######## mem_rw_sched ########
File: src/rtl/mem_rw_sched_pkg.sv
// Shared memory-controller definitions: scheduler state encoding, rd_run width
// and the default burst address width.
package mem_rw_sched_pkg;

  localparam int unsigned MemAddrBits = 25;
  localparam int unsigned RdRunBits   = 4;

  typedef enum logic [1:0] {
    StIdle,
    StRd,
    StWr,
    StGap
  } sched_state_e;

  typedef logic [RdRunBits-1:0] rd_run_t;

endpackage

File: src/rtl/mem_rw_sched.sv
// Read/write burst scheduler: arbitrates two burst requesters onto one burst engine,
// with read priority bounded by a run counter while a write is waiting.
module mem_rw_sched
  import mem_rw_sched_pkg::*;
#(
  parameter int unsigned ADDR_BITS  = MemAddrBits,
  parameter int unsigned RD_MAX_RUN = 4
) (
  input  logic                 mem_clk,
  input  logic                 rst,
  input  logic                 local_init_done,
  input  logic                 rd_burst_req,
  input  logic [9:0]           rd_burst_len,
  input  logic [ADDR_BITS-1:0] rd_burst_addr,
  output logic                 rd_burst_finish,
  input  logic                 wr_burst_req,
  input  logic [9:0]           wr_burst_len,
  input  logic [ADDR_BITS-1:0] wr_burst_addr,
  output logic                 wr_burst_finish,
  output logic                 eng_burst_req,
  output logic                 eng_burst_wr,
  output logic [9:0]           eng_burst_len,
  output logic [ADDR_BITS-1:0] eng_burst_addr,
  input  logic                 eng_burst_finish,
  output logic                 busy
);

  localparam rd_run_t RdRunMax = rd_run_t'(RD_MAX_RUN);
  localparam rd_run_t RdRunSat = '1;

  sched_state_e         state_q, state_d;
  rd_run_t              rd_run_q, rd_run_d;
  logic [9:0]           len_q;
  logic [ADDR_BITS-1:0] addr_q;
  logic                 rd_finish_q, wr_finish_q;
  logic                 grant_rd, grant_wr;
  logic                 zero_len, burst_done;

  assign zero_len   = (len_q == '0);
  // A zero-length burst never reaches the engine, so it completes on its own.
  assign burst_done = zero_len || eng_burst_finish;

  // Arbitration: only meaningful in IDLE once memory init has completed.
  always_comb begin
    grant_rd = 1'b0;
    grant_wr = 1'b0;
    rd_run_d = rd_run_q;
    if (state_q == StIdle && local_init_done) begin
      if (rd_burst_req && wr_burst_req) begin
        if (rd_run_q >= RdRunMax) begin
          grant_wr = 1'b1;
        end else begin
          grant_rd = 1'b1;
        end
      end else begin
        grant_rd = rd_burst_req;
        grant_wr = wr_burst_req;
      end
    end
    if (grant_wr) begin
      rd_run_d = '0;
    end else if (grant_rd) begin
      if (wr_burst_req) begin
        rd_run_d = (rd_run_q == RdRunSat) ? rd_run_q : rd_run_q + 1'b1;
      end else begin
        rd_run_d = '0;
      end
    end
  end

  always_ff @(posedge mem_clk) begin
    if (rst) begin
      state_q <= StIdle;
    end else begin
      state_q <= state_d;
    end
  end

  always_comb begin
    state_d = state_q;
    unique case (state_q)
      StIdle: begin
        if (grant_rd) begin
          state_d = StRd;
        end else if (grant_wr) begin
          state_d = StWr;
        end
      end
      StRd, StWr: begin
        if (burst_done) begin
          state_d = StGap;
        end
      end
      StGap:   state_d = StIdle;
      default: state_d = StIdle;
    endcase
  end

  always_ff @(posedge mem_clk) begin
    if (rst) begin
      rd_run_q    <= '0;
      len_q       <= '0;
      addr_q      <= '0;
      rd_finish_q <= 1'b0;
      wr_finish_q <= 1'b0;
    end else begin
      rd_run_q <= rd_run_d;
      if (grant_rd) begin
        len_q  <= rd_burst_len;
        addr_q <= rd_burst_addr;
      end else if (grant_wr) begin
        len_q  <= wr_burst_len;
        addr_q <= wr_burst_addr;
      end
      rd_finish_q <= (state_q == StRd) && burst_done;
      wr_finish_q <= (state_q == StWr) && burst_done;
    end
  end

  always_comb begin
    busy          = (state_q != StIdle);
    eng_burst_req = (state_q == StRd || state_q == StWr) && !zero_len;
    eng_burst_wr  = (state_q == StWr);
  end

  assign eng_burst_len   = len_q;
  assign eng_burst_addr  = addr_q;
  assign rd_burst_finish = rd_finish_q;
  assign wr_burst_finish = wr_finish_q;

endmodule

File: config.mk
export PLATFORM = sky130hd
export DESIGN_NAME = mem_rw_sched
export DESIGN_NICKNAME = d
export VERILOG_FILES = /design/src/rtl/mem_rw_sched_pkg.sv /design/src/rtl/mem_rw_sched.sv
export SDC_FILE = /design/constraint.sdc
export NUM_CORES = 1
export LEC_CHECK = 0
export CAP_MARGIN = 20
export CORE_MARGIN = 1
export CORE_UTILIZATION = 40
export DETAILED_ROUTE_END_ITERATION = 16
export DONT_BUFFER_PORTS = 1
export PLACE_DENSITY_LB_ADDON = 0.25
export SKIP_CTS_REPAIR_TIMING = 1
export SYNTH_ARGS = -nofsm -noshare
export SYNTH_HDL_FRONTEND = slang
export SYNTH_SLANG_ARGS = --single-unit
File: constraint.sdc
create_clock -name mem_clk -period 2.05 [get_ports mem_clk]
set_clock_uncertainty 0.15 [all_clocks]
set_input_delay 0.41 -clock mem_clk [delete_from_list [all_inputs] [get_ports mem_clk]]
set_output_delay 0.41 -clock mem_clk [all_outputs]
set_load 0.02 [all_outputs]
######## square_state_controller ########
### src/rtl/square_state_controller_pkg.sv
// Shared encodings for the brick-field square controller: square states,
// controller FSM states and the colour LFSR tap mask.
package square_state_controller_pkg;

    localparam int unsigned SQUARE_STATE_ENCODE_LENGTH = 3;
    localparam int unsigned LFSR_WIDTH                 = 12;

    // Taps 12,11,10,4 expressed as a bit mask over lfsr[11:0].
    localparam logic [LFSR_WIDTH-1:0] LFSR_TAPS = 12'hE08;

    typedef enum logic [SQUARE_STATE_ENCODE_LENGTH-1:0] {
        SQUARE_STRONG     = 3'd0,
        SQUARE_OKAY       = 3'd1,
        SQUARE_WEAK       = 3'd2,
        SQUARE_INVINCIBLE = 3'd3,
        SQUARE_EMPTY      = 3'd4
    } square_state_t;

    typedef enum logic {
        CTRL_IDLE       = 1'b0,
        CTRL_LOAD_SWEEP = 1'b1
    } ctrl_state_t;

    // One downgrade step per accepted hit; invincible and empty squares are sticky.
    function automatic square_state_t downgrade(input square_state_t s);
        case (s)
            SQUARE_STRONG: downgrade = SQUARE_OKAY;
            SQUARE_OKAY:   downgrade = SQUARE_WEAK;
            SQUARE_WEAK:   downgrade = SQUARE_EMPTY;
            default:       downgrade = s;
        endcase
    endfunction

endpackage

### src/rtl/square_state_controller_random_rgb_lfsr.sv
// Divided-clock 12-bit Fibonacci LFSR producing the cycling colour for
// invincible squares; free-running in every controller state.
module random_rgb_lfsr
    import square_state_controller_pkg::*;
#(
    parameter int unsigned            COLOR_DIV = 2500000,
    parameter logic [LFSR_WIDTH-1:0]  LFSR_SEED = 12'hACE
) (
    input  logic                  clk,
    input  logic                  rst,
    output logic [LFSR_WIDTH-1:0] rgb
);

    localparam int unsigned DIV_W = (COLOR_DIV > 1) ? $clog2(COLOR_DIV) : 1;

    logic [DIV_W-1:0]      div_q;
    logic [LFSR_WIDTH-1:0] lfsr_q;
    logic                  tick_c;

    assign tick_c = (32'(div_q) == (COLOR_DIV - 1));

    always_ff @(posedge clk) begin
        if (rst) begin
            div_q  <= '0;
            lfsr_q <= LFSR_SEED;
        end else if (tick_c) begin
            div_q  <= '0;
            lfsr_q <= {lfsr_q[LFSR_WIDTH-2:0], ^(lfsr_q & LFSR_TAPS)};
        end else begin
            div_q  <= div_q + DIV_W'(1);
        end
    end

    assign rgb = lfsr_q;

endmodule

### src/rtl/square_state_controller.sv
// Per-square state array for the brick field: level-load sweep, hit
// downgrades, renderer read port, remaining-count and cleared flag.
module square_state_controller
    import square_state_controller_pkg::*;
#(
    parameter int unsigned              NUM_SQUARES = 16,
    parameter int unsigned              INDEX_WIDTH = 4,
    parameter int unsigned              COLOR_DIV   = 2500000,
    parameter logic [LFSR_WIDTH-1:0]    LFSR_SEED   = 12'hACE,
    parameter logic [NUM_SQUARES-1:0]   RESET_MASK  = '0
) (
    input  logic                                  CLK,
    input  logic                                  RST,
    input  logic                                  LOAD,
    input  logic [NUM_SQUARES-1:0]                LOAD_MASK,
    input  logic                                  HIT_VALID,
    input  logic [INDEX_WIDTH-1:0]                HIT_INDEX,
    output logic                                  HIT_READY,
    input  logic [INDEX_WIDTH-1:0]                RD_INDEX,
    output logic [SQUARE_STATE_ENCODE_LENGTH-1:0] RD_STATE,
    output logic [LFSR_WIDTH-1:0]                 RANDOM_RGB,
    output logic                                  SCORE_PULSE,
    output logic [INDEX_WIDTH:0]                  REMAINING,
    output logic                                  ALL_CLEARED,
    output logic                                  BUSY
);

    localparam int unsigned CNT_W = INDEX_WIDTH + 1;

    ctrl_state_t              state_q;
    logic [INDEX_WIDTH-1:0]   idx_q;
    logic [NUM_SQUARES-1:0]   mask_q;
    square_state_t            squares_q [NUM_SQUARES];
    logic [CNT_W-1:0]         remaining_q;
    logic                     score_pulse_q;
    logic                     all_cleared_q;

    logic                     hit_in_range_c;
    logic                     last_idx_c;

    assign hit_in_range_c = (32'(HIT_INDEX) < NUM_SQUARES);
    assign last_idx_c     = (32'(idx_q) == (NUM_SQUARES - 1));

    // LOAD takes priority over a same-cycle hit, so readiness drops with it.
    assign HIT_READY = (state_q == CTRL_IDLE) && !LOAD;

    always_ff @(posedge CLK) begin
        if (RST) begin
            state_q       <= CTRL_LOAD_SWEEP;
            idx_q         <= '0;
            mask_q        <= RESET_MASK;
            remaining_q   <= '0;
            score_pulse_q <= 1'b0;
            all_cleared_q <= 1'b0;
            for (int i = 0; i < int'(NUM_SQUARES); i++) begin
                squares_q[i] <= SQUARE_EMPTY;
            end
        end else begin
            score_pulse_q <= 1'b0;
            all_cleared_q <= 1'b0;
            if (LOAD) begin
                state_q     <= CTRL_LOAD_SWEEP;
                mask_q      <= LOAD_MASK;
                idx_q       <= '0;
                remaining_q <= '0;
            end else begin
                case (state_q)
                    CTRL_LOAD_SWEEP: begin
                        squares_q[idx_q] <= mask_q[idx_q] ? SQUARE_INVINCIBLE : SQUARE_STRONG;
                        if (!mask_q[idx_q]) begin
                            remaining_q <= remaining_q + CNT_W'(1);
                        end
                        if (last_idx_c) begin
                            state_q <= CTRL_IDLE;
                            idx_q   <= '0;
                        end else begin
                            idx_q   <= idx_q + INDEX_WIDTH'(1);
                        end
                    end
                    CTRL_IDLE: begin
                        all_cleared_q <= (remaining_q == '0);
                        // Out-of-range hits are accepted but leave the field untouched.
                        if (HIT_VALID && hit_in_range_c) begin
                            squares_q[HIT_INDEX] <= downgrade(squares_q[HIT_INDEX]);
                            if (squares_q[HIT_INDEX] == SQUARE_WEAK) begin
                                remaining_q   <= remaining_q - CNT_W'(1);
                                score_pulse_q <= 1'b1;
                            end
                        end
                    end
                    default: state_q <= CTRL_IDLE;
                endcase
            end
        end
    end

    assign RD_STATE    = (32'(RD_INDEX) < NUM_SQUARES) ? squares_q[RD_INDEX] : SQUARE_EMPTY;
    assign SCORE_PULSE = score_pulse_q;
    assign REMAINING   = remaining_q;
    assign ALL_CLEARED = all_cleared_q;
    assign BUSY        = (state_q == CTRL_LOAD_SWEEP);

    random_rgb_lfsr #(
        .COLOR_DIV (COLOR_DIV),
        .LFSR_SEED (LFSR_SEED)
    ) u_random_rgb_lfsr (
        .clk (CLK),
        .rst (RST),
        .rgb (RANDOM_RGB)
    );

endmodule

### config.mk
export PLATFORM = sky130hd
export DESIGN_NAME = square_state_controller
export DESIGN_NICKNAME = d
export VERILOG_FILES = /design/src/rtl/square_state_controller_pkg.sv /design/src/rtl/square_state_controller_random_rgb_lfsr.sv /design/src/rtl/square_state_controller.sv
export SDC_FILE = /design/constraint.sdc
export NUM_CORES = 1
export LEC_CHECK = 0
export CAP_MARGIN = 20
export CORE_MARGIN = 2
export CORE_UTILIZATION = 50
export DETAILED_ROUTE_END_ITERATION = 10
export GPL_TIMING_DRIVEN = 0
export PLACE_DENSITY = 0.71
export RECOVER_POWER = 100
export SLEW_MARGIN = 20
export SYNTH_ARGS = -nofsm -noshare
export SYNTH_HDL_FRONTEND = slang
export SYNTH_SLANG_ARGS = --single-unit
export TNS_END_PERCENT = 1
### constraint.sdc
create_clock -name CLK -period 4.71 [get_ports CLK]
set_clock_uncertainty 0.05 [all_clocks]
set_input_delay 1.413 -clock CLK [delete_from_list [all_inputs] [get_ports CLK]]
set_output_delay 1.413 -clock CLK [all_outputs]
set_load 0.01 [all_outputs]
Fig. 1: mem_rw_sched, congestion heat map
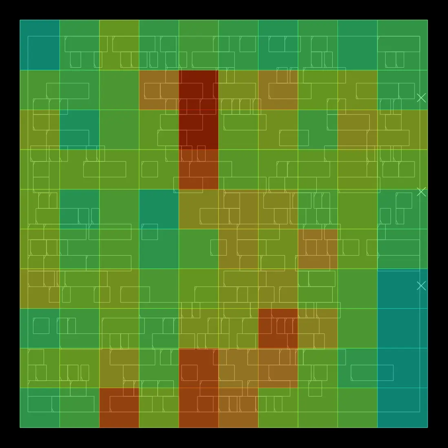
final standard cell utilization of the core: 46.2%
met1 routing resource usage after global routing: 20.8%
met3 usage: 7.55%
most used routing layer in global routing: met2

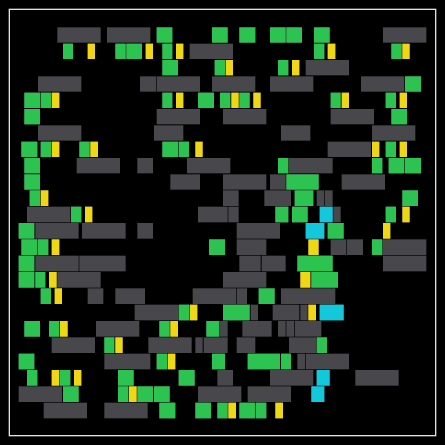
Fig. 2. Gate families picked out (mem_rw_sched).
Drawn at 6 px/um.
Key: green = aoi and oai cells [cells 85, where widely spread]; cyan = and/or cells [cells 5]; yellow = nand cells [cells 38, where widely spread]
non-filler cells in the finished layout: 262
fraction of area in multi-input gates: 46.3%
most frequent standard cell in the layout excluding fill and tap cells: sky130_fd_sc_hd__dfxtp_1

==> impl_results.html, mem_rw_sched <==
<h3>Run summary</h3>
<table>
<tr><th>Metric</th><th>Value</th></tr>
<tr><th colspan="2">Outcome</th></tr>
<tr><td>Result of the run</td><td>complete, but fails checks</td></tr>
<tr><td>Failing checks</td><td>DRC</td></tr>
<tr><th colspan="2">Synth</th></tr>
<tr><td>Simple-gate share of the synthesized area</td><td>12.3%</td></tr>
<tr><td>Post-Syn Nets</td><td>292</td></tr>
<tr><td>Most frequent cells after synthesis</td><td>sky130_fd_sc_hd__dfxtp_1 (43), sky130_fd_sc_hd__a21oi_1 (37), sky130_fd_sc_hd__nand2_1 (36)</td></tr>
<tr><td>Portion of the post-synthesis area used by sequential elements</td><td>45.4%</td></tr>
<tr><th colspan="2">Setup path</th></tr>
<tr><td>Critical path arrival</td><td>1.43 ns</td></tr>
<tr><td>Type of element capturing the critical path</td><td>output pin</td></tr>
<tr><td>Worst Reg-to-Reg Cells</td><td>7</td></tr>
<tr><th colspan="2">Detailed routing</th></tr>
<tr><td>DRC errors left</td><td>6</td></tr>
<tr><td>Count of routing violations after the opening detailed-route iteration</td><td>86</td></tr>
<tr><th colspan="2">Die</th></tr>
<tr><td>Tap cells</td><td>52</td></tr>
<tr><th colspan="2">STA</th></tr>
<tr><td>Maximum clock rate</td><td>0.502 GHz</td></tr>
<tr><td>Worst hold slack</td><td>0.0272 ns</td></tr>
<tr><td>Final-report hold violation count</td><td>0</td></tr>
<tr><th colspan="2">Layout</th></tr>
<tr><td>Non-Filler Cell Area, Final</td><td>2050 um^2</td></tr>
<tr><th colspan="2">Clock tree</th></tr>
<tr><td>Clock buffer count from CTS</td><td>5</td></tr>
</table>
-- mem_rw_sched: critical path, stage by stage (launching register included) --
cell and delay, ns:
sky130_fd_sc_hd__dfxtp_1 0.37, sky130_fd_sc_hd__inv_1 0.11, sky130_fd_sc_hd__ha_4 0.29, sky130_fd_sc_hd__inv_1 0.05
sky130_fd_sc_hd__a31oi_1 0.16, sky130_fd_sc_hd__buf_4 0.17
-- mem_rw_sched: flip-flops by register name, indices dropped and copies added, names as in the netlist --
register / flops
rd_burst_finish: 1
wr_burst_finish: 1
eng_burst_addr: 25
state_q: 2
eng_burst_len: 10
rd_run_q: 4
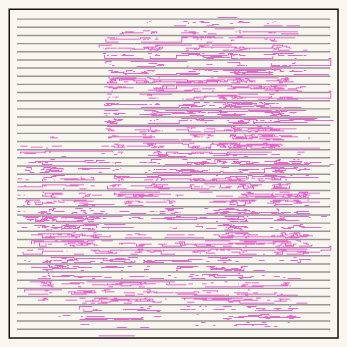
Fig. 3. Signal wires on met1 (square_state_controller).
Drawn at 3 px/um. Supply wires on this layer in gray.
560 nets have wire on it. The layer holds 44% of the routed length. The longest straight run is 41.4 um. The wires run mostly horizontal.
Total Wirelength: 11700 um
met1 routing resource usage after global routing: 28.4%
number of vias after detailed routing: 3979

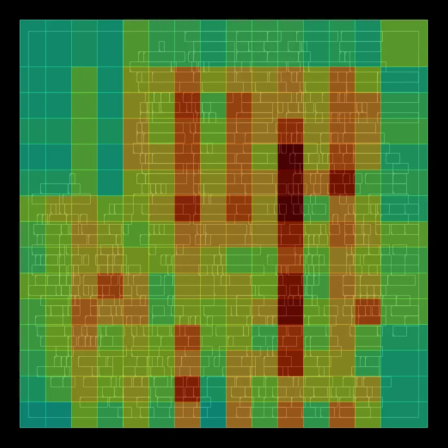
Fig. 4. Congestion heat map (square_state_controller).
met3 usage: 2.99%
total global routing track utilization: 21.4%

==> impl_results.html, square_state_controller <==
<h3>Run summary</h3>
<table>
<tr><th>Metric</th><th>Value</th></tr>
<tr><th colspan="2">Outcome</th></tr>
<tr><td>Result of the run</td><td>complete, no violations</td></tr>
<tr><th colspan="2">Layout</th></tr>
<tr><td>Total Nets Final</td><td>597</td></tr>
<tr><td>Count of non-CTS inverters in the layout</td><td>5</td></tr>
<tr><td>Area-dominant class</td><td>flip-flops and latches</td></tr>
<tr><th colspan="2">Detailed routing</th></tr>
<tr><td>Routed met1 length</td><td>5130 um</td></tr>
<tr><td>Max layer used</td><td>met4</td></tr>
<tr><th colspan="2">Setup path</th></tr>
<tr><td>Register-to-register path setup slack</td><td>1.48 ns</td></tr>
<tr><th colspan="2">Pwr</th></tr>
<tr><td>Post-route total power</td><td>1.73 mW</td></tr>
<tr><th colspan="2">Synth</th></tr>
<tr><td>Post-Syn Instances</td><td>502</td></tr>
<tr><td>Post-synthesis cell count from yosys</td><td>502</td></tr>
<tr><td>Fa+ha+maj area frac</td><td>1.49%</td></tr>
<tr><td>Most frequent cells after synthesis</td><td>sky130_fd_sc_hd__nor2_1 (92), sky130_fd_sc_hd__dfxtp_1 (62), sky130_fd_sc_hd__edfxtp_1 (48)</td></tr>
<tr><th colspan="2">Place</th></tr>
<tr><td>Total instance count after detailed placement</td><td>691</td></tr>
<tr><th colspan="2">Clock tree</th></tr>
<tr><td>TritonCTS clock tree</td><td>built</td></tr>
<tr><td>Reg clk slew, reported paths</td><td>0.09 ns</td></tr>
</table>
==> square_state_controller: timing repair <==
item | in CTS | in global routing
cloned | 1 | 0
buffers inserted | 0 | 0
endpoints found under the setup margin | 3 | 3
gates resized | 13 | 1
==> square_state_controller: state kept, by name, indices dropped and copies added, names as in the netlist <==
| name | flops |
|---|---|
| ALL_CLEARED | 1 |
| BUSY | 1 |
| REMAINING | 5 |
| SCORE_PULSE | 1 |
| idx_q | 4 |
| mask_q | 16 |
| squares_q | 48 |
| u_random_rgb_lfsr.div_q | 22 |
| u_random_rgb_lfsr.rgb | 12 |


==> notes/layouts.md <==
Pictures saved along the way, in no particular order.

Routed metal, one color a layer.
Plate I
Drawn at 6 px/um. Two of the layers only.
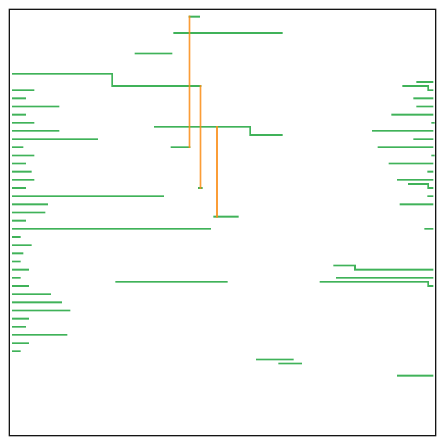
Plate II
Drawn at 3 px/um. Two of the layers only.
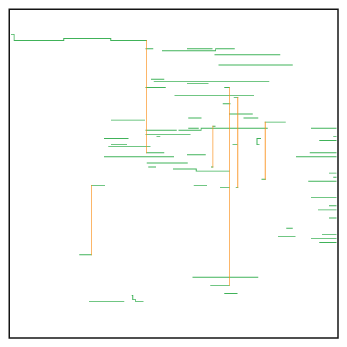
| picture | from |
|---|---|
| Plate I | mem_rw_sched |
| Plate II | square_state_controller |

Power figures rest on the tool's default switching activity, not on a simulated workload.
